=== design 1 ===
Design 1, placed cells, one colour a class:
(1 px per µm) Fill, decap, tap and diode cells in grey.
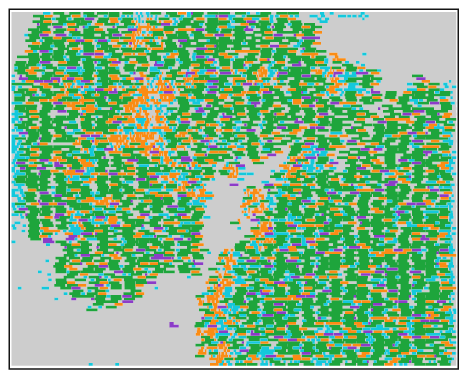
===== src/rtl/io_bridge_pkg.sv =====
// Shared defaults for the I/O port bridge: word width, channel counts, FIFO depth
// and the channel-select width helper used by the top-level port list.
package io_bridge_pkg;

    localparam int DEF_NUBITS = 32;
    localparam int DEF_NUIOIN = 8;
    localparam int DEF_NUIOOU = 8;
    localparam int DEF_FDEPTH = 4;

    // Channel-select width; a single channel still gets a 1-bit select.
    function automatic int addr_w(input int n);
        return (n <= 1) ? 1 : $clog2(n);
    endfunction

endpackage


===== src/rtl/io_fifo.sv =====
// First-word-fall-through FIFO with wrap-bit pointers; the head is visible
// combinationally while the FIFO is non-empty.
module io_fifo #(
    parameter int NBITS = 32,
    parameter int DEPTH = 4
) (
    input  logic                     clk,
    input  logic                     rst,
    input  logic                     push,
    input  logic                     pop,
    input  logic [NBITS-1:0]         din,
    output logic [NBITS-1:0]         head,
    output logic                     empty,
    output logic                     full,
    output logic [$clog2(DEPTH):0]   count
);

    localparam int AW = $clog2(DEPTH);

    logic [NBITS-1:0] r_mem [DEPTH];
    logic [AW:0]      r_wptr;
    logic [AW:0]      r_rptr;
    logic             w_do_push;
    logic             w_do_pop;

    assign empty = (r_wptr == r_rptr);
    assign full  = (r_wptr[AW-1:0] == r_rptr[AW-1:0]) && (r_wptr[AW] != r_rptr[AW]);
    assign count = r_wptr - r_rptr;
    assign head  = r_mem[r_rptr[AW-1:0]];

    // A push into a full FIFO is still accepted when the head leaves on the same edge.
    assign w_do_pop  = pop & ~empty;
    assign w_do_push = push & (~full | w_do_pop);

    always_ff @(posedge clk or negedge rst) begin
        if (!rst) begin
            r_wptr <= '0;
            r_rptr <= '0;
        end else begin
            if (w_do_push) r_wptr <= r_wptr + (AW+1)'(1);
            if (w_do_pop)  r_rptr <= r_rptr + (AW+1)'(1);
        end
    end

    always_ff @(posedge clk) begin
        if (w_do_push) r_mem[r_wptr[AW-1:0]] <= din;
    end

endmodule


===== src/rtl/io_bridge.sv =====
// Peripheral-side responder for the core's I/O port bus: buffered input and
// output channels, a masked empty-to-data interrupt pulse and sticky error flags.
module io_bridge
    import io_bridge_pkg::*;
#(
    parameter int NUBITS = DEF_NUBITS,
    parameter int NUIOIN = DEF_NUIOIN,
    parameter int NUIOOU = DEF_NUIOOU,
    parameter int FDEPTH = DEF_FDEPTH
) (
    input  logic                        clk,
    input  logic                        rst,
    input  logic                        req_in,
    input  logic [addr_w(NUIOIN)-1:0]   addr_in,
    output logic [NUBITS-1:0]           io_in,
    input  logic                        out_en,
    input  logic [addr_w(NUIOOU)-1:0]   addr_out,
    input  logic [NUBITS-1:0]           data_out,
    input  logic [NUIOIN*NUBITS-1:0]    in_data,
    input  logic [NUIOIN-1:0]           in_valid,
    output logic [NUIOIN-1:0]           in_ready,
    output logic [NUIOOU*NUBITS-1:0]    out_data,
    output logic [NUIOOU-1:0]           out_valid,
    input  logic [NUIOOU-1:0]           out_ready,
    input  logic [NUIOIN-1:0]           itr_mask,
    output logic                        itr,
    input  logic                        sts_clr,
    output logic [NUIOIN-1:0]           underrun,
    output logic [NUIOOU-1:0]           overrun
);

    localparam int AIN = addr_w(NUIOIN);
    localparam int AOU = addr_w(NUIOOU);
    localparam int FAW = $clog2(FDEPTH);

    logic [NUBITS-1:0] w_in_head [NUIOIN];
    logic [FAW:0]      w_in_cnt  [NUIOIN];
    logic [NUIOIN-1:0] w_in_empty, w_in_full, w_in_push, w_in_pop, w_in_rise, w_udr_set;

    logic [FAW:0]      w_out_cnt [NUIOOU];
    logic [NUIOOU-1:0] w_out_empty, w_out_full, w_out_sel, w_out_pop, w_ovr_set;

    logic              w_rd_ok;
    logic              w_wr_ok;
    logic              r_itr;
    logic [NUIOIN-1:0] r_underrun;
    logic [NUIOOU-1:0] r_overrun;

    assign w_rd_ok = ({1'b0, addr_in}  < (AIN+1)'(NUIOIN));
    assign w_wr_ok = ({1'b0, addr_out} < (AOU+1)'(NUIOOU));

    // Readiness reflects pre-edge fullness only, keeping req_in off the in_ready path.
    assign in_ready = ~w_in_full & {NUIOIN{rst}};

    for (genvar gi = 0; gi < NUIOIN; gi++) begin : g_in
        assign w_in_push[gi] = in_valid[gi] & in_ready[gi];
        assign w_in_pop[gi]  = req_in & w_rd_ok & (addr_in == AIN'(gi)) & ~w_in_empty[gi];
        assign w_udr_set[gi] = req_in & w_rd_ok & (addr_in == AIN'(gi)) &  w_in_empty[gi];
        assign w_in_rise[gi] = itr_mask[gi] & w_in_push[gi] & (w_in_cnt[gi] == '0);

        io_fifo #(.NBITS(NUBITS), .DEPTH(FDEPTH)) u_in_fifo (
            .clk   (clk),
            .rst   (rst),
            .push  (w_in_push[gi]),
            .pop   (w_in_pop[gi]),
            .din   (in_data[gi*NUBITS +: NUBITS]),
            .head  (w_in_head[gi]),
            .empty (w_in_empty[gi]),
            .full  (w_in_full[gi]),
            .count (w_in_cnt[gi])
        );
    end

    for (genvar gi = 0; gi < NUIOOU; gi++) begin : g_out
        assign w_out_sel[gi] = out_en & w_wr_ok & (addr_out == AOU'(gi));
        assign w_out_pop[gi] = out_ready[gi] & ~w_out_empty[gi];
        assign w_ovr_set[gi] = w_out_sel[gi] & w_out_full[gi] & ~w_out_pop[gi];
        assign out_valid[gi] = (w_out_cnt[gi] != '0);

        io_fifo #(.NBITS(NUBITS), .DEPTH(FDEPTH)) u_out_fifo (
            .clk   (clk),
            .rst   (rst),
            .push  (w_out_sel[gi]),
            .pop   (w_out_pop[gi]),
            .din   (data_out),
            .head  (out_data[gi*NUBITS +: NUBITS]),
            .empty (w_out_empty[gi]),
            .full  (w_out_full[gi]),
            .count (w_out_cnt[gi])
        );
    end

    // w_in_pop is one-hot, so an OR-style mux is enough.
    always_comb begin
        io_in = '0;
        for (int k = 0; k < NUIOIN; k++) begin
            if (w_in_pop[k]) io_in = w_in_head[k];
        end
    end

    always_ff @(posedge clk or negedge rst) begin
        if (!rst) begin
            r_itr      <= 1'b0;
            r_underrun <= '0;
            r_overrun  <= '0;
        end else begin
            r_itr      <= |w_in_rise;
            r_underrun <= (sts_clr ? '0 : r_underrun) | w_udr_set;
            r_overrun  <= (sts_clr ? '0 : r_overrun)  | w_ovr_set;
        end
    end

    assign itr      = r_itr;
    assign underrun = r_underrun;
    assign overrun  = r_overrun;

endmodule


===== config.mk =====
export PLATFORM = sky130hd
export DESIGN_NAME = io_bridge
export DESIGN_NICKNAME = d
export VERILOG_FILES = /design/src/rtl/io_bridge_pkg.sv /design/src/rtl/io_fifo.sv /design/src/rtl/io_bridge.sv
export SDC_FILE = /design/constraint.sdc
export NUM_CORES = 2
export LEC_CHECK = 0
export CAP_MARGIN = 20
export CORE_ASPECT_RATIO = 0.8
export CORE_UTILIZATION = 52
export DETAILED_ROUTE_END_ITERATION = 16
export GPL_ROUTABILITY_DRIVEN = 0
export PLACE_DENSITY = 0.75
export SLEW_MARGIN = 20
export SYNTH_ARGS = -nofsm -noshare
export SYNTH_HDL_FRONTEND = slang
export SYNTH_SLANG_ARGS = --single-unit

===== constraint.sdc =====
create_clock -name clk -period 2.9 [get_ports clk]
set_input_delay 0.87 -clock clk [delete_from_list [all_inputs] [get_ports clk]]
set_output_delay 0.87 -clock clk [all_outputs]
set_load 0.005 [all_outputs]

==> notes.md <==
run results: status=finished, violations left, failing checks=setup timing, Setup WS post-layout=-1.04 ns, routed vias/inst=6.12, comb area leader=multiplexers, max incr delay on CP=0.59 ns, vias=44.4k, syn_nets=4043, post-route ant nets=0, NonClk Buf Share=13.5%, final instance area=106000 µm², Final setup violation count=302, pwr dens=982 nW/µm², RSZ-0062 raised after global routing=yes, Worst Max-Slew Pin Slew=0.925 ns, register share of total power=37.1%, Critical path origin=g_in[2].u_in_fifo.r_rptr[0], tap cells=2112, CTS root buf=clkbuf_16, P_comb=39.9 mW, vias in the first global route=44.3k, top-count cell post-synth=edfxtp_1, Longest Clk Path Bufs=3, fin cells=7259
## Picture notes: 'placed cells, one colour a class' of design 1
all other logic -> orange  # cells 1277, share of their area 18%
clock drivers and dummy loads -> purple  # cells 364, share of their area 6.1%
other buffers and delay cells -> cyan  # cells 1312, share of their area 14%
flip-flops -> green  # cells 2161, share of their area 62%
flop share of the area: 60.8%
final core utilization: 67.3%
row count: 130


=== design 2 ===
Design 2, met1 routing:
(1 px per µm) Cells faint in the background.
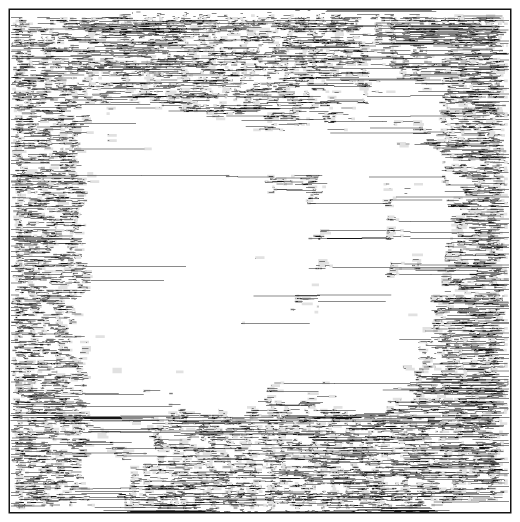
Design 2, clock distribution:
(1 px per µm)
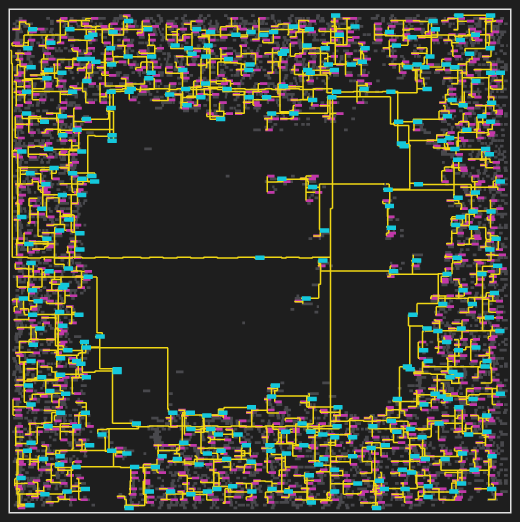
Design 2, clock routing:
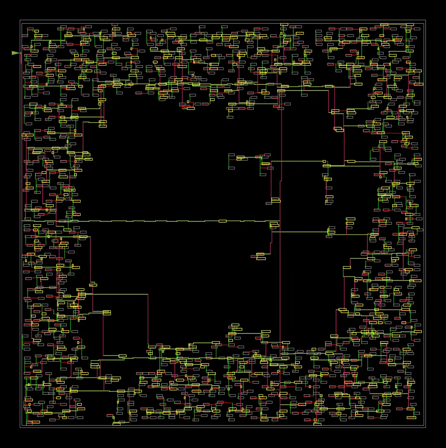
$ cat config.mk
export PLATFORM = sky130hd
export DESIGN_NAME = sum_collect
export DESIGN_NICKNAME = d
export VERILOG_FILES = /design/src/rtl/sum_collect.sv
export SDC_FILE = /design/constraint.sdc
export NUM_CORES = 2
export LEC_CHECK = 0
export CORE_AREA = 2 2 498 500
export CTS_CLUSTER_DIAMETER = 30
export DETAILED_ROUTE_END_ITERATION = 8
export DIE_AREA = 0 0 500 502
export GPL_ROUTABILITY_DRIVEN = 0
export PLACE_DENSITY = 0.44
export SLEW_MARGIN = 20
export SYNTH_ARGS = -nofsm -noshare
export SYNTH_HDL_FRONTEND = slang
export SYNTH_SLANG_ARGS = --single-unit
$ cat constraint.sdc
create_clock -name clk -period 3.3 [get_ports clk]
set_clock_uncertainty 0.15 [all_clocks]
set_input_delay 0.495 -clock clk [delete_from_list [all_inputs] [get_ports clk]]
set_output_delay 0.495 -clock clk [all_outputs]
set_load 0.02 [all_outputs]
$ cat src/rtl/sum_collect.sv
// Collects CC consecutive W-bit result slices into one N-bit word and offers it on a valid/ready output.
// Optional macro SUM_COLLECT_OVF_EN keeps the final carry; without it out_carry is tied to 0.
module sum_collect #(
  parameter int N  = 1024,
  parameter int CC = 4
) (
  input  logic                                  clk,
  input  logic                                  rst,
  input  logic                                  in_valid,
  output logic                                  in_ready,
  input  logic                                  in_start,
  input  logic [N/CC-1:0]                       in_slice,
  input  logic                                  in_carry,
  output logic                                  out_valid,
  input  logic                                  out_ready,
  output logic [N-1:0]                          out_data,
  output logic                                  out_carry,
  output logic [(CC > 1 ? $clog2(CC) : 1)-1:0]  slice_idx
);

  localparam int W     = N / CC;
  localparam int IDX_W = (CC > 1) ? $clog2(CC) : 1;
  localparam logic [IDX_W-1:0] LAST_IDX = IDX_W'(CC - 1);

  if (N % CC != 0) begin : g_bad_width
    $error("sum_collect: N must be a multiple of CC");
  end

  typedef enum logic {
    COLLECT,
    HOLD
  } state_e;

  state_e           state_q, state_d;
  logic [IDX_W-1:0] idx_q, idx_d, wr_idx;
  logic [N-1:0]     data_q, data_d;
  logic             accept, transfer, last;

  // Output decode: a completed word stalls input until it is taken.
  always_comb begin : output_logic
    out_valid = (state_q == HOLD);
    in_ready  = !out_valid || out_ready;
    out_data  = data_q;
    slice_idx = idx_q;
  end

  always_comb begin : next_state_logic
    // NOTE: combinational blocks use blocking '=' and assign every output a default first, so no latch can be inferred.
    accept   = in_valid && in_ready;
    transfer = out_valid && out_ready;
    wr_idx   = in_start ? '0 : idx_q;
    last     = (wr_idx == LAST_IDX);
    state_d  = state_q;
    idx_d    = idx_q;
    data_d   = data_q;

    if (accept) begin
      for (int k = 0; k < CC; k++) begin
        if (wr_idx == IDX_W'(k)) data_d[k*W +: W] = in_slice;
      end
      idx_d = last ? '0 : wr_idx + 1'b1;
    end

    // In HOLD an accept implies a transfer; the new slice opens the next word.
    case (state_q)
      COLLECT: if (accept && last) state_d = HOLD;
      HOLD:    if (transfer) state_d = (accept && last) ? HOLD : COLLECT;
      default: state_d = COLLECT;
    endcase
  end

  always_ff @(posedge clk) begin : state_register
    // NOTE: sequential state uses non-blocking '<='; the word register is reset too because its reset value of 0 is observable.
    if (rst) begin
      state_q <= COLLECT;
      idx_q   <= '0;
      data_q  <= '0;
    end else begin
      state_q <= state_d;
      idx_q   <= idx_d;
      data_q  <= data_d;
    end
  end

`ifdef SUM_COLLECT_OVF_EN
  logic carry_q;

  // Only the carry that arrives with the final slice is the word's carry.
  always_ff @(posedge clk) begin : carry_register
    if (rst)                 carry_q <= 1'b0;
    else if (accept && last) carry_q <= in_carry;
  end

  assign out_carry = carry_q;
`else
  logic carry_unused;

  assign carry_unused = in_carry;
  assign out_carry    = 1'b0;
`endif

endmodule

==> notes.md <==
run results: status=complete, no violations, Final setup violation count=0, comb area leader=multiplexers, Clock Power Share=65.7%, I/O pin total=1291, syn_nets=3877, Overflow after GRT=0, CP arrival=2.20 ns, EDFF count, synth=0, worst hold margin=0.103 ns, Final HPWL DP=140000 µm, synthesis-to-layout area growth=68.6%, max incr delay on CP=0.94 ns, n_diodes=9, register share of total power=27.2%, Commonest flop=dfxtp_1, DR top layer=met5, placed cells=7977, fin cells=8565, Hold EP=out_data[765], hold path startpoint=in_slice[253], largest cell class by area=registers, final worst-path cycle share=86.4%, max-slew violations=0, clock slew at reported path FFs=0.04 ns, tap cells=3220, comb_multi_in=2323, flop2flop setup slack=1.03 ns, crit path DRT=2.65 ns, R2R depth=6, Worst Max-Slew Pin Slew=0.868 ns, Cell Type Count=19, asr flop ratio synth=0%, wire per inst=21.8 µm, commonest cells after routing, fill and taps aside=1287 x clkdlybuf4s50_1, 1281 x nand2b_1, 1027 x dfxtp_1
## Picture notes: 'met1 routing' of design 2
wire length on this layer = 73.5 mm
main direction = horizontal
drt total wl: 187000 µm
vias: 31.4k
met1 usage in global routing: 15.7%

## Picture notes: 'clock distribution' of design 2
cells driving clock nets -> cyan  # count 332
flip-flops -> magenta  # count 1027
clock wires -> yellow  # length 21.5 mm
flops lie = all over the die
Clk. pwr: 31.6 mW
Latency at later pin: 0.91 ns

## Picture notes: 'clock routing' of design 2
CTS sink count: 1027
clock buffers: 473
total CTS buffers: 332
flip-flops: 1027


=== design 3 ===
Design 3, clock distribution:
(3 px per µm)
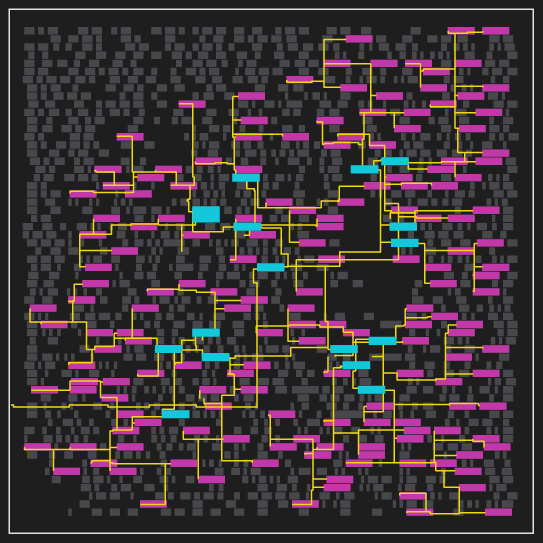
[src/rtl/axi64_sram_slave_if.sv]
// AXI3-style 64-bit bus bundle between the debug bridge master and the SRAM slave.
interface axi64_sram_slave_if #(
   parameter int P_AXI_IDWIDTH = 5
);
   logic [31:0]              axis_awaddr;
   logic [7:0]               axis_awlen;
   logic [2:0]               axis_awsize;
   logic [1:0]               axis_awburst;
   logic [P_AXI_IDWIDTH-1:0] axis_awid;
   logic                     axis_awvalid;
   logic                     axis_awready;
   logic [63:0]              axis_wdata;
   logic [7:0]               axis_wstrb;
   logic                     axis_wlast;
   logic                     axis_wvalid;
   logic                     axis_wready;
   logic [P_AXI_IDWIDTH-1:0] axis_bid;
   logic [1:0]               axis_bresp;
   logic                     axis_bvalid;
   logic                     axis_bready;
   logic [31:0]              axis_araddr;
   logic [3:0]               axis_arlen;
   logic [2:0]               axis_arsize;
   logic [1:0]               axis_arburst;
   logic [P_AXI_IDWIDTH-1:0] axis_arid;
   logic                     axis_arvalid;
   logic                     axis_arready;
   logic [P_AXI_IDWIDTH-1:0] axis_rid;
   logic [63:0]              axis_rdata;
   logic [1:0]               axis_rresp;
   logic                     axis_rlast;
   logic                     axis_rvalid;
   logic                     axis_rready;

   modport slave (
      input  axis_awaddr, axis_awlen, axis_awsize, axis_awburst, axis_awid, axis_awvalid,
      output axis_awready,
      input  axis_wdata, axis_wstrb, axis_wlast, axis_wvalid,
      output axis_wready,
      output axis_bid, axis_bresp, axis_bvalid,
      input  axis_bready,
      input  axis_araddr, axis_arlen, axis_arsize, axis_arburst, axis_arid, axis_arvalid,
      output axis_arready,
      output axis_rid, axis_rdata, axis_rresp, axis_rlast, axis_rvalid,
      input  axis_rready
   );

   modport master (
      output axis_awaddr, axis_awlen, axis_awsize, axis_awburst, axis_awid, axis_awvalid,
      input  axis_awready,
      output axis_wdata, axis_wstrb, axis_wlast, axis_wvalid,
      input  axis_wready,
      input  axis_bid, axis_bresp, axis_bvalid,
      output axis_bready,
      output axis_araddr, axis_arlen, axis_arsize, axis_arburst, axis_arid, axis_arvalid,
      input  axis_arready,
      input  axis_rid, axis_rdata, axis_rresp, axis_rlast, axis_rvalid,
      output axis_rready
   );
endinterface

[src/rtl/axi64_sram_slave.sv]
// AXI3 64-bit slave onto a single-port 1-cycle-latency SRAM; independent read and
// write FSMs share the SRAM port with the read strobe taking priority.
module axi64_sram_slave #(
   parameter int          P_AXI_IDWIDTH  = 5,
   parameter int          P_MEM_AW       = 10,
   parameter logic [31:0] P_ADDRESS_BASE = 32'h00000000
) (
   input  logic                clk,
   input  logic                aresetn,
   axi64_sram_slave_if.slave   axis,
   output logic                mem_en,
   output logic [7:0]          mem_we,
   output logic [P_MEM_AW-1:0] mem_addr,
   output logic [63:0]         mem_wdata,
   input  logic [63:0]         mem_rdata
);
   localparam logic [1:0] BURST_INCR = 2'b01;
   localparam logic [1:0] RESP_OK    = 2'b00;
   localparam logic [1:0] RESP_SLV   = 2'b10;

   typedef enum logic [1:0] {WR_IDLE, WR_DATA, WR_RESP} wr_state_t;
   typedef enum logic [1:0] {RD_IDLE, RD_FETCH, RD_WAIT, RD_DATA} rd_state_t;

   wr_state_t wr_state, wr_next;
   rd_state_t rd_state, rd_next;

   // Keeps the address-channel readies low while reset is held and for the release edge.
   logic up_q;

   logic [31:0]              wr_addr, rd_addr;
   logic [7:0]               wr_len, wr_beat;
   logic [3:0]               rd_len, rd_beat;
   logic [P_AXI_IDWIDTH-1:0] wr_id, rd_id;
   logic                     wr_cfg_err, wr_err, rd_cfg_err, rd_beat_err;
   logic [1:0]               bresp_q, rresp_q;
   logic [63:0]              rdata_q;
   logic                     rlast_q;

   logic [31:0] wr_off, rd_off;
   logic        wr_beat_err, wr_last, wr_hs, wr_strobe, rd_strobe;
   logic        aw_rdy, w_rdy, b_vld, ar_rdy;
   logic        unused_low;

   assign wr_off      = wr_addr - P_ADDRESS_BASE;
   assign rd_off      = rd_addr - P_ADDRESS_BASE;
   assign unused_low  = ^{wr_off[2:0], rd_off[2:0]};
   assign wr_beat_err = wr_cfg_err | (wr_off[31:P_MEM_AW+3] != '0);
   assign wr_last     = (wr_beat == wr_len);
   assign rd_strobe   = (rd_state == RD_FETCH) & ~rd_cfg_err & (rd_off[31:P_MEM_AW+3] == '0);

   always_ff @(posedge clk or negedge aresetn)
      if (!aresetn) begin
         wr_state <= WR_IDLE;
         rd_state <= RD_IDLE;
         up_q     <= 1'b0;
      end else begin
         wr_state <= wr_next;
         rd_state <= rd_next;
         up_q     <= 1'b1;
      end

   always_comb begin
      wr_next = wr_state;
      aw_rdy  = 1'b0;
      w_rdy   = 1'b0;
      b_vld   = 1'b0;
      wr_hs   = 1'b0;
      case (wr_state)
         WR_IDLE: begin
            aw_rdy = up_q;
            if (up_q && axis.axis_awvalid) wr_next = WR_DATA;
         end
         WR_DATA: begin
            w_rdy = ~rd_strobe;
            wr_hs = axis.axis_wvalid & ~rd_strobe;
            if (wr_hs && wr_last) wr_next = WR_RESP;
         end
         WR_RESP: begin
            b_vld = 1'b1;
            if (axis.axis_bready) wr_next = WR_IDLE;
         end
         default: wr_next = WR_IDLE;
      endcase
   end

   always_comb begin
      rd_next = rd_state;
      ar_rdy  = 1'b0;
      case (rd_state)
         RD_IDLE: begin
            ar_rdy = up_q;
            if (up_q && axis.axis_arvalid) rd_next = RD_FETCH;
         end
         RD_FETCH: rd_next = RD_WAIT;
         RD_WAIT:  rd_next = RD_DATA;
         RD_DATA:  if (axis.axis_rready) rd_next = rlast_q ? RD_IDLE : RD_FETCH;
         default:  rd_next = RD_IDLE;
      endcase
   end

   always_ff @(posedge clk or negedge aresetn)
      if (!aresetn) begin
         wr_addr    <= '0;
         wr_len     <= '0;
         wr_beat    <= '0;
         wr_id      <= '0;
         wr_cfg_err <= 1'b0;
         wr_err     <= 1'b0;
         bresp_q    <= RESP_OK;
      end else if (wr_state == WR_IDLE && wr_next == WR_DATA) begin
         wr_addr    <= axis.axis_awaddr;
         wr_len     <= axis.axis_awlen;
         wr_id      <= axis.axis_awid;
         wr_cfg_err <= (axis.axis_awsize != 3'd3) | (axis.axis_awburst != BURST_INCR);
         wr_beat    <= '0;
         wr_err     <= 1'b0;
      end else if (wr_hs) begin
         wr_addr <= wr_addr + 32'd8;
         wr_beat <= wr_beat + 8'd1;
         // A missing wlast on the counted final beat is reported, not used for framing.
         if (wr_beat_err || (wr_last && !axis.axis_wlast)) wr_err <= 1'b1;
         if (wr_last)
            bresp_q <= (wr_err || wr_beat_err || !axis.axis_wlast) ? RESP_SLV : RESP_OK;
      end

   always_ff @(posedge clk or negedge aresetn)
      if (!aresetn) begin
         rd_addr     <= '0;
         rd_len      <= '0;
         rd_beat     <= '0;
         rd_id       <= '0;
         rd_cfg_err  <= 1'b0;
         rd_beat_err <= 1'b0;
         rdata_q     <= '0;
         rresp_q     <= RESP_OK;
         rlast_q     <= 1'b0;
      end else begin
         case (rd_state)
            RD_IDLE: if (rd_next == RD_FETCH) begin
               rd_addr    <= axis.axis_araddr;
               rd_len     <= axis.axis_arlen;
               rd_id      <= axis.axis_arid;
               rd_cfg_err <= (axis.axis_arsize != 3'd3) | (axis.axis_arburst != BURST_INCR);
               rd_beat    <= '0;
            end
            RD_FETCH: rd_beat_err <= ~rd_strobe;
            RD_WAIT: begin
               rdata_q <= rd_beat_err ? 64'd0 : mem_rdata;
               rresp_q <= rd_beat_err ? RESP_SLV : RESP_OK;
               rlast_q <= (rd_beat == rd_len);
            end
            RD_DATA: if (axis.axis_rready) begin
               rlast_q <= 1'b0;
               if (!rlast_q) begin
                  rd_addr <= rd_addr + 32'd8;
                  rd_beat <= rd_beat + 4'd1;
               end
            end
            default: ;
         endcase
      end

   assign wr_strobe = wr_hs & ~wr_beat_err;
   assign mem_en    = rd_strobe | wr_strobe;
   assign mem_we    = wr_strobe ? axis.axis_wstrb : 8'h00;
   assign mem_addr  = rd_strobe ? rd_off[P_MEM_AW+2:3] : wr_off[P_MEM_AW+2:3];
   assign mem_wdata = wr_strobe ? axis.axis_wdata : 64'd0;

   assign axis.axis_awready = aw_rdy;
   assign axis.axis_wready  = w_rdy;
   assign axis.axis_bvalid  = b_vld;
   assign axis.axis_bid     = wr_id;
   assign axis.axis_bresp   = b_vld ? bresp_q : RESP_OK;
   assign axis.axis_arready = ar_rdy;
   assign axis.axis_rvalid  = (rd_state == RD_DATA);
   assign axis.axis_rid     = rd_id;
   assign axis.axis_rdata   = rdata_q;
   assign axis.axis_rresp   = rresp_q;
   assign axis.axis_rlast   = rlast_q & (rd_state == RD_DATA);
endmodule

[src/flat_wrapper.sv]
// flat-port wrapper written by rule: the top's interface ports become plain ports
module axi64_sram_slave_flat 
#(
   parameter int          P_AXI_IDWIDTH  = 5,
   parameter int          P_MEM_AW       = 10,
   parameter logic [31:0] P_ADDRESS_BASE = 32'h00000000
)
  (clk, aresetn, mem_en, mem_we, mem_addr, mem_wdata, mem_rdata, axis_axis_awaddr, axis_axis_awlen, axis_axis_awsize, axis_axis_awburst, axis_axis_awid, axis_axis_awvalid, axis_axis_awready, axis_axis_wdata, axis_axis_wstrb, axis_axis_wlast, axis_axis_wvalid, axis_axis_wready, axis_axis_bid, axis_axis_bresp, axis_axis_bvalid, axis_axis_bready, axis_axis_araddr, axis_axis_arlen, axis_axis_arsize, axis_axis_arburst, axis_axis_arid, axis_axis_arvalid, axis_axis_arready, axis_axis_rid, axis_axis_rdata, axis_axis_rresp, axis_axis_rlast, axis_axis_rvalid, axis_axis_rready);
  axi64_sram_slave_if #(.P_AXI_IDWIDTH(P_AXI_IDWIDTH)) axis_i ();
  input  logic clk;
  input  logic aresetn;
  output logic mem_en;
  output logic [7:0] mem_we;
  output logic [P_MEM_AW-1:0] mem_addr;
  output logic [63:0] mem_wdata;
  input  logic [63:0] mem_rdata;
  input wire logic [$bits(axis_i.axis_awaddr)-1:0] axis_axis_awaddr;
  input wire logic [$bits(axis_i.axis_awlen)-1:0] axis_axis_awlen;
  input wire logic [$bits(axis_i.axis_awsize)-1:0] axis_axis_awsize;
  input wire logic [$bits(axis_i.axis_awburst)-1:0] axis_axis_awburst;
  input wire logic [$bits(axis_i.axis_awid)-1:0] axis_axis_awid;
  input wire logic [$bits(axis_i.axis_awvalid)-1:0] axis_axis_awvalid;
  output wire logic [$bits(axis_i.axis_awready)-1:0] axis_axis_awready;
  input wire logic [$bits(axis_i.axis_wdata)-1:0] axis_axis_wdata;
  input wire logic [$bits(axis_i.axis_wstrb)-1:0] axis_axis_wstrb;
  input wire logic [$bits(axis_i.axis_wlast)-1:0] axis_axis_wlast;
  input wire logic [$bits(axis_i.axis_wvalid)-1:0] axis_axis_wvalid;
  output wire logic [$bits(axis_i.axis_wready)-1:0] axis_axis_wready;
  output wire logic [$bits(axis_i.axis_bid)-1:0] axis_axis_bid;
  output wire logic [$bits(axis_i.axis_bresp)-1:0] axis_axis_bresp;
  output wire logic [$bits(axis_i.axis_bvalid)-1:0] axis_axis_bvalid;
  input wire logic [$bits(axis_i.axis_bready)-1:0] axis_axis_bready;
  input wire logic [$bits(axis_i.axis_araddr)-1:0] axis_axis_araddr;
  input wire logic [$bits(axis_i.axis_arlen)-1:0] axis_axis_arlen;
  input wire logic [$bits(axis_i.axis_arsize)-1:0] axis_axis_arsize;
  input wire logic [$bits(axis_i.axis_arburst)-1:0] axis_axis_arburst;
  input wire logic [$bits(axis_i.axis_arid)-1:0] axis_axis_arid;
  input wire logic [$bits(axis_i.axis_arvalid)-1:0] axis_axis_arvalid;
  output wire logic [$bits(axis_i.axis_arready)-1:0] axis_axis_arready;
  output wire logic [$bits(axis_i.axis_rid)-1:0] axis_axis_rid;
  output wire logic [$bits(axis_i.axis_rdata)-1:0] axis_axis_rdata;
  output wire logic [$bits(axis_i.axis_rresp)-1:0] axis_axis_rresp;
  output wire logic [$bits(axis_i.axis_rlast)-1:0] axis_axis_rlast;
  output wire logic [$bits(axis_i.axis_rvalid)-1:0] axis_axis_rvalid;
  input wire logic [$bits(axis_i.axis_rready)-1:0] axis_axis_rready;
  assign axis_i.axis_awaddr = axis_axis_awaddr;
  assign axis_i.axis_awlen = axis_axis_awlen;
  assign axis_i.axis_awsize = axis_axis_awsize;
  assign axis_i.axis_awburst = axis_axis_awburst;
  assign axis_i.axis_awid = axis_axis_awid;
  assign axis_i.axis_awvalid = axis_axis_awvalid;
  assign axis_axis_awready = axis_i.axis_awready;
  assign axis_i.axis_wdata = axis_axis_wdata;
  assign axis_i.axis_wstrb = axis_axis_wstrb;
  assign axis_i.axis_wlast = axis_axis_wlast;
  assign axis_i.axis_wvalid = axis_axis_wvalid;
  assign axis_axis_wready = axis_i.axis_wready;
  assign axis_axis_bid = axis_i.axis_bid;
  assign axis_axis_bresp = axis_i.axis_bresp;
  assign axis_axis_bvalid = axis_i.axis_bvalid;
  assign axis_i.axis_bready = axis_axis_bready;
  assign axis_i.axis_araddr = axis_axis_araddr;
  assign axis_i.axis_arlen = axis_axis_arlen;
  assign axis_i.axis_arsize = axis_axis_arsize;
  assign axis_i.axis_arburst = axis_axis_arburst;
  assign axis_i.axis_arid = axis_axis_arid;
  assign axis_i.axis_arvalid = axis_axis_arvalid;
  assign axis_axis_arready = axis_i.axis_arready;
  assign axis_axis_rid = axis_i.axis_rid;
  assign axis_axis_rdata = axis_i.axis_rdata;
  assign axis_axis_rresp = axis_i.axis_rresp;
  assign axis_axis_rlast = axis_i.axis_rlast;
  assign axis_axis_rvalid = axis_i.axis_rvalid;
  assign axis_i.axis_rready = axis_axis_rready;
  axi64_sram_slave #(.P_AXI_IDWIDTH(P_AXI_IDWIDTH), .P_MEM_AW(P_MEM_AW), .P_ADDRESS_BASE(P_ADDRESS_BASE)) u_core (.clk(clk), .aresetn(aresetn), .axis(axis_i), .mem_en(mem_en), .mem_we(mem_we), .mem_addr(mem_addr), .mem_wdata(mem_wdata), .mem_rdata(mem_rdata));
endmodule
[config.mk]
export PLATFORM = sky130hd
export DESIGN_NAME = axi64_sram_slave_flat
export DESIGN_NICKNAME = d
export VERILOG_FILES = /design/src/rtl/axi64_sram_slave_if.sv /design/src/rtl/axi64_sram_slave.sv /design/src/flat_wrapper.sv
export SDC_FILE = /design/constraint.sdc
export NUM_CORES = 1
export LEC_CHECK = 0
export CAP_MARGIN = 0
export CELL_PAD_IN_SITES_DETAIL_PLACEMENT = 1
export CELL_PAD_IN_SITES_GLOBAL_PLACEMENT = 1
export CORE_MARGIN = 4
export CORE_UTILIZATION = 33
export DETAILED_ROUTE_END_ITERATION = 6
export PLACE_DENSITY_LB_ADDON = 0.1
export SYNTH_ARGS = -nofsm -noshare
export SYNTH_HDL_FRONTEND = slang
export SYNTH_SLANG_ARGS = --single-unit
export TNS_END_PERCENT = 20
[constraint.sdc]
create_clock -name clk -period 4.2 [get_ports clk]
set_input_delay 0.84 -clock clk [delete_from_list [all_inputs] [get_ports clk]]
set_output_delay 0.84 -clock clk [all_outputs]
set_load 0.02 [all_outputs]
==> notes.md <==
run results: Syn Area/Cell=8.68 µm², vias=9164, final worst-path cycle share=94.7%, Commonest flop=dfrtp_1, Hold/Removal Path Class=in2async, yosys simple share=30.1%, status=complete, no violations, adder-cell share of the synthesized area=0.549%, sw frac=39.3%, Logic area=4620 µm², yosys warning tally=0, worst path cell trace=nor4_1 > nand4_1 > nor2_2 > buf_4 > o21ai_0 > clkdlybuf4s50_1, worst hold margin=0.440 ns, CTS tree=done, Longest Clk Path Bufs=2, Setup WS post-layout=0.223 ns, DR top layer=met5, Max Freq=251 MHz, R2R Path Start=u_core.rd_addr[17], largest cell class by area=multi-input combinational cells, crit path to=mem_addr[2], DR iter-0 viols=549, pwr dens=467 nW/µm²
Notes on 'clock distribution' of design 3 above:
flip-flops -> magenta  # count 168
cells driving clock nets -> cyan  # count 17
clock wires -> yellow  # length 2460 µm
flops lie = all over the die
Setup Skew: 0.0205 ns
Clk. pwr: 1.62 mW
Clock Power Share: 24.8%
Latency at later pin: 0.43 ns


=== design 4 ===
Design 4, clock routing:
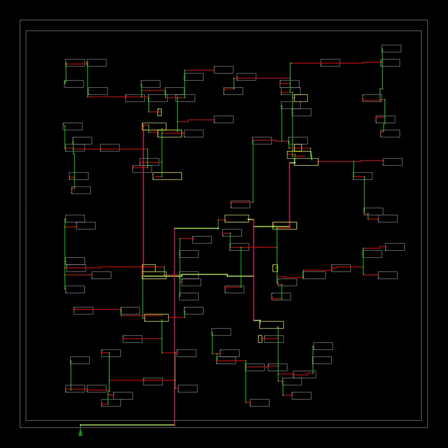
Design 4, clock distribution:
(4 px per µm)
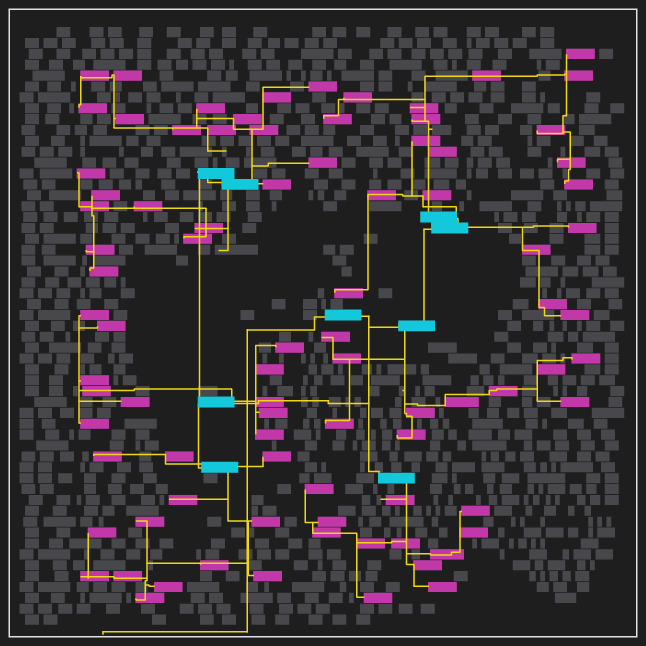
**config.mk**
```make
export PLATFORM = sky130hd
export DESIGN_NAME = seg7_display_sched
export DESIGN_NICKNAME = d
export VERILOG_FILES = /design/src/rtl/seg7_sched_pkg.sv /design/src/rtl/seg7_rr_pick.sv /design/src/rtl/seg7_display_sched.sv
export SDC_FILE = /design/constraint.sdc
export NUM_CORES = 1
export LEC_CHECK = 0
export CELL_PAD_IN_SITES_DETAIL_PLACEMENT = 1
export CELL_PAD_IN_SITES_GLOBAL_PLACEMENT = 1
export CORE_MARGIN = 2
export CORE_UTILIZATION = 30
export DETAILED_ROUTE_END_ITERATION = 10
export PLACE_DENSITY = 0.82
export SYNTH_ARGS = -nofsm -noshare
export SYNTH_HDL_FRONTEND = slang
export SYNTH_SLANG_ARGS = --single-unit
```
**constraint.sdc**
```tcl
create_clock -name refresh_clk -period 6.8 [get_ports refresh_clk]
set_clock_uncertainty 0.05 [all_clocks]
set_input_delay 1.02 -clock refresh_clk [delete_from_list [all_inputs] [get_ports refresh_clk]]
set_output_delay 1.02 -clock refresh_clk [all_outputs]
set_load 0.005 [all_outputs]
```
**src/rtl/seg7_sched_pkg.sv**
```systemverilog
// Shared constants and types for the seven-segment display scheduler.
package seg7_sched_pkg;

  localparam int DIGIT_W    = 8;
  localparam int NUM_DIGITS = 8;
  localparam int FRAME_W    = DIGIT_W * NUM_DIGITS;

  // All segments dark: shown while idle and during the gap between sources.
  localparam logic [FRAME_W-1:0] SEG7_BLANK_FRAME = '0;

  typedef enum logic [1:0] {
    S_IDLE  = 2'd0,
    S_SHOW  = 2'd1,
    S_BLANK = 2'd2
  } seg7_state_e;

  // Used to size the shared dwell/blank counter.
  function automatic int max_int(input int a, input int b);
    return (a > b) ? a : b;
  endfunction

endpackage

```
**src/rtl/seg7_rr_pick.sv**
```systemverilog
// Combinational next-source picker: a valid pin wins, otherwise the first
// requester after rr_ptr in circular order. rr_ptr itself is reached last,
// so the current owner only wins when nobody else is asking.
module seg7_rr_pick #(
  parameter int NUM_SRC = 4,
  parameter int SRC_W   = 3
) (
  input  logic [NUM_SRC-1:0] req,
  input  logic [SRC_W-1:0]   rr_ptr,
  input  logic               pin_en,
  input  logic [SRC_W-1:0]   pin_src,
  output logic [SRC_W-1:0]   pick,
  output logic               hit,
  output logic               pin_valid
);

  // Pin is honoured only for an in-range index whose source is requesting;
  // out-of-range indices never match any i and so behave like pin_en=0.
  always_comb begin
    pin_valid = 1'b0;
    for (int i = 0; i < NUM_SRC; i++) begin
      if (pin_en && (pin_src == SRC_W'(i)) && req[i]) begin
        pin_valid = 1'b1;
      end
    end
  end

  // Choose the requester with the smallest circular distance past rr_ptr.
  always_comb begin
    int best_d;
    int d;
    pick   = '0;
    hit    = 1'b0;
    best_d = NUM_SRC;
    d      = 0;
    for (int i = 0; i < NUM_SRC; i++) begin
      d = (i + NUM_SRC - 1 - int'(rr_ptr)) % NUM_SRC;
      if (req[i] && (d < best_d)) begin
        best_d = d;
        pick   = SRC_W'(i);
        hit    = 1'b1;
      end
    end
    if (pin_valid) begin
      pick = pin_src;
      hit  = 1'b1;
    end
  end

endmodule

```
**src/rtl/seg7_display_sched.sv**
```systemverilog
// Time-shares an 8-digit seven-segment display among NUM_SRC requesters:
// round-robin with a fixed dwell, a blank gap between different sources and
// an optional pin override. All outputs are registered on refresh_clk.
module seg7_display_sched
  import seg7_sched_pkg::*;
#(
  parameter int NUM_SRC     = 4,
  parameter int DWELL_TICKS = 500,
  parameter int BLANK_TICKS = 50,
  parameter int SRC_W       = 3
) (
  input  logic                       refresh_clk,
  input  logic                       rst_n,
  input  logic [NUM_SRC-1:0]         req,
  input  logic [NUM_SRC*FRAME_W-1:0] frame,
  input  logic                       pin_en,
  input  logic [SRC_W-1:0]           pin_src,
  output logic [FRAME_W-1:0]         numbers,
  output logic [NUM_SRC-1:0]         grant,
  output logic [SRC_W-1:0]           active_src,
  output logic                       busy,
  output seg7_state_e                dbg_state
);

  // One counter serves both SHOW dwell and BLANK gap; it restarts on every
  // state change so it never needs to wrap.
  localparam int CNT_W = $clog2(max_int(DWELL_TICKS, BLANK_TICKS)) + 1;
  localparam logic [CNT_W-1:0] DWELL_LAST = CNT_W'(DWELL_TICKS - 1);
  localparam logic [CNT_W-1:0] BLANK_LAST = CNT_W'(BLANK_TICKS - 1);

  seg7_state_e         state_q, state_d;
  logic [CNT_W-1:0]    cnt_q, cnt_d;
  logic [SRC_W-1:0]    rr_ptr_q, rr_ptr_d;
  logic [FRAME_W-1:0]  numbers_q, numbers_d;
  logic [NUM_SRC-1:0]  grant_q, grant_d;
  logic [SRC_W-1:0]    active_src_q, active_src_d;
  logic                busy_q, busy_d;

  logic [SRC_W-1:0]    pick;
  logic                pick_hit;
  logic                pin_valid;
  logic [FRAME_W-1:0]  pick_frame;
  logic [FRAME_W-1:0]  cur_frame;
  logic [NUM_SRC-1:0]  pick_onehot;
  logic                cur_req;
  logic                other_req;

  seg7_rr_pick #(
    .NUM_SRC (NUM_SRC),
    .SRC_W   (SRC_W)
  ) u_pick (
    .req       (req),
    .rr_ptr    (rr_ptr_q),
    .pin_en    (pin_en),
    .pin_src   (pin_src),
    .pick      (pick),
    .hit       (pick_hit),
    .pin_valid (pin_valid)
  );

  // Frame muxes for the candidate and the on-screen source, plus the
  // one-hot form of the candidate index.
  always_comb begin
    pick_frame  = SEG7_BLANK_FRAME;
    cur_frame   = SEG7_BLANK_FRAME;
    pick_onehot = '0;
    for (int i = 0; i < NUM_SRC; i++) begin
      if (pick == SRC_W'(i)) begin
        pick_frame     = frame[i*FRAME_W +: FRAME_W];
        pick_onehot[i] = 1'b1;
      end
      if (active_src_q == SRC_W'(i)) begin
        cur_frame = frame[i*FRAME_W +: FRAME_W];
      end
    end
  end

  // In SHOW grant_q is one-hot on active_src, so it doubles as a req mask.
  always_comb begin
    cur_req   = |(req & grant_q);
    other_req = |(req & ~grant_q);
  end

  // Next-state and registered-output logic.
  always_comb begin
    logic take_pick;
    logic to_blank;
    state_d      = state_q;
    cnt_d        = cnt_q;
    rr_ptr_d     = rr_ptr_q;
    numbers_d    = numbers_q;
    grant_d      = grant_q;
    active_src_d = active_src_q;
    busy_d       = busy_q;
    take_pick    = 1'b0;
    to_blank     = 1'b0;

    case (state_q)
      S_IDLE: begin
        numbers_d = SEG7_BLANK_FRAME;
        grant_d   = '0;
        busy_d    = 1'b0;
        cnt_d     = '0;
        take_pick = pick_hit;
      end

      S_SHOW: begin
        numbers_d = cur_frame;
        cnt_d     = cnt_q + CNT_W'(1);
        if (!cur_req) begin
          // Owner let go: gap to the next requester, or straight to idle.
          if (|req) begin
            to_blank = 1'b1;
          end else begin
            state_d   = S_IDLE;
            cnt_d     = '0;
            grant_d   = '0;
            numbers_d = SEG7_BLANK_FRAME;
            busy_d    = 1'b0;
          end
        end else if (pin_valid && (pin_src != active_src_q)) begin
          // A pin to another source pre-empts the dwell.
          to_blank = 1'b1;
        end else if (cnt_q == DWELL_LAST) begin
          // pin_valid here can only mean the pin targets the current source.
          if (other_req && !pin_valid) begin
            to_blank = 1'b1;
          end else begin
            cnt_d = '0;
          end
        end
      end

      S_BLANK: begin
        numbers_d = SEG7_BLANK_FRAME;
        grant_d   = '0;
        busy_d    = 1'b1;
        if (cnt_q == BLANK_LAST) begin
          if (pick_hit) begin
            take_pick = 1'b1;
          end else begin
            state_d = S_IDLE;
            cnt_d   = '0;
            busy_d  = 1'b0;
          end
        end else begin
          cnt_d = cnt_q + CNT_W'(1);
        end
      end

      default: begin
        state_d   = S_IDLE;
        cnt_d     = '0;
        numbers_d = SEG7_BLANK_FRAME;
        grant_d   = '0;
        busy_d    = 1'b0;
      end
    endcase

    if (to_blank) begin
      state_d   = S_BLANK;
      cnt_d     = '0;
      grant_d   = '0;
      numbers_d = SEG7_BLANK_FRAME;
      busy_d    = 1'b1;
    end

    if (take_pick) begin
      state_d      = S_SHOW;
      cnt_d        = '0;
      grant_d      = pick_onehot;
      active_src_d = pick;
      rr_ptr_d     = pick;
      numbers_d    = pick_frame;
      busy_d       = 1'b1;
    end
  end

  // State and output registers with synchronous active-low reset.
  always_ff @(posedge refresh_clk) begin
    if (!rst_n) begin
      state_q      <= S_IDLE;
      cnt_q        <= '0;
      rr_ptr_q     <= SRC_W'(NUM_SRC - 1);
      numbers_q    <= SEG7_BLANK_FRAME;
      grant_q      <= '0;
      active_src_q <= '0;
      busy_q       <= 1'b0;
    end else begin
      state_q      <= state_d;
      cnt_q        <= cnt_d;
      rr_ptr_q     <= rr_ptr_d;
      numbers_q    <= numbers_d;
      grant_q      <= grant_d;
      active_src_q <= active_src_d;
      busy_q       <= busy_d;
    end
  end

  assign numbers    = numbers_q;
  assign grant      = grant_q;
  assign active_src = active_src_q;
  assign busy       = busy_q;
  assign dbg_state  = state_q;

endmodule

```
==> notes.md <==
run results: top-count cell post-synth=mux2i_1, CP startpoint kind=primary input, Cell Type Count=68, crit path to=numbers[33], asr flop ratio synth=0%, Hold Crit Depth=2, RSZ-0062 raised after global routing=no, Post-Synth AOI/OAI Area=16.0%, clock network area share=2.76%, pwr dens=347 nW/µm², first-pass GRT wire length=42700 µm, Overflow after GRT=0, Placer Congestion=0.864, DR iter-0 viols=365, fill cell count=2488, Logic area=4960 µm², syn_nets=963, combinational share of cell area=45.1%, comb_multi_in=524, Logic pwr share=64.9%, status=complete, no violations, Post-CTS Hold Buffers=0, Multiplexer share=38.2%, Critical path origin=req[0], commonest cells after routing, fill and taps aside=339 x clkdlybuf4s50_1, 119 x mux2i_1, 94 x nand2_1, final net count=1276, Pwr Total=3.81 mW, Setup WS post-layout=0.387 ns, Hold/Removal Path Class=reg2reg, max-cap violation count=0, vias in the first global route=7825, yosys cell count=678, Syn Area/Cell=10.3 µm², Reg area=1730 µm²
## Picture notes: 'clock routing' of design 4
CTS sink count: 86
total CTS buffers: 9
Latency at later pin: 0.34 ns
Clk. pwr: 0.519 mW
clock buffers: 13

## Picture notes: 'clock distribution' of design 4
cells driving clock nets -> cyan  # count 9
flip-flops -> magenta  # count 86
clock wires -> yellow  # length 1470 µm
flops lie = all over the die
Clock Power Share: 13.6%



==> screenshots <==
Layout detail.
panel A
Window x 66 to 91, y 66 to 91 µm. Cells in grey, sequential cells in the stronger grey; small squares are vias.
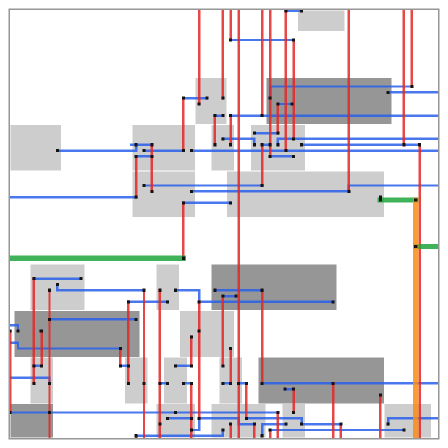
panel B
Window x 75 to 100, y 75 to 100 µm. Cells in grey, sequential cells in the stronger grey; small squares are vias.
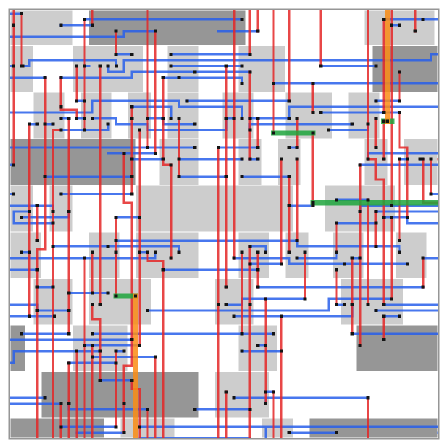
panel C
Window x 211 to 236, y 167 to 192 µm. Cells in grey, sequential cells in the stronger grey; small squares are vias.
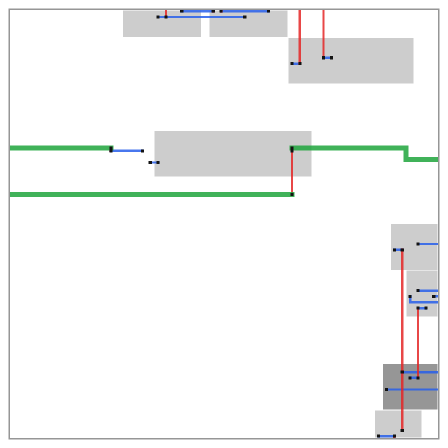
| picture | from |
|---|---|
| panel A | design 4 |
| panel C | design 1 |
| panel B | design 3 |


## Gallery

Cell density map.
Plate I
(2 px per µm) 16 x 16 tiles, from black (low) to pale yellow (high), 0 to 100% covered.
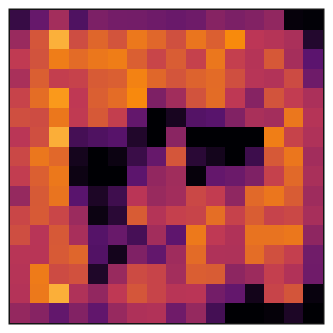
Plate II
(0.5 px per µm) 22 x 18 tiles, from black (low) to pale yellow (high), 0 to 100% covered.
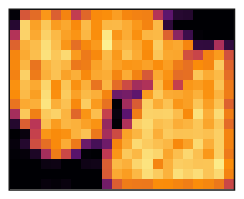
Plate III
(1.5 px per µm) 17 x 17 tiles, from black (low) to pale yellow (high), 0 to 100% covered.
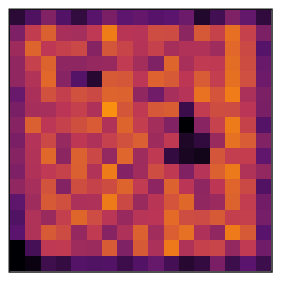
Plate IV
(0.5 px per µm) 25 x 25 tiles, from black (low) to pale yellow (high), 0 to 100% covered.
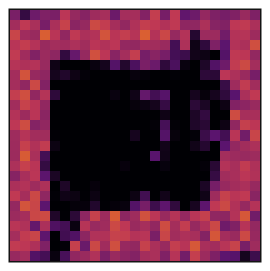
design 4: Plate I
design 2: Plate IV
design 1: Plate II
design 3: Plate III
- largest die: Plate IV
- smallest die: Plate I

Key to Plate I:
fullest tile = 83%
emptiest ninth of the die = middle
nearly empty tiles = 6.6%
mean over tiles = 43%

Power figures rest on the tool's default switching activity, not on a simulated workload.
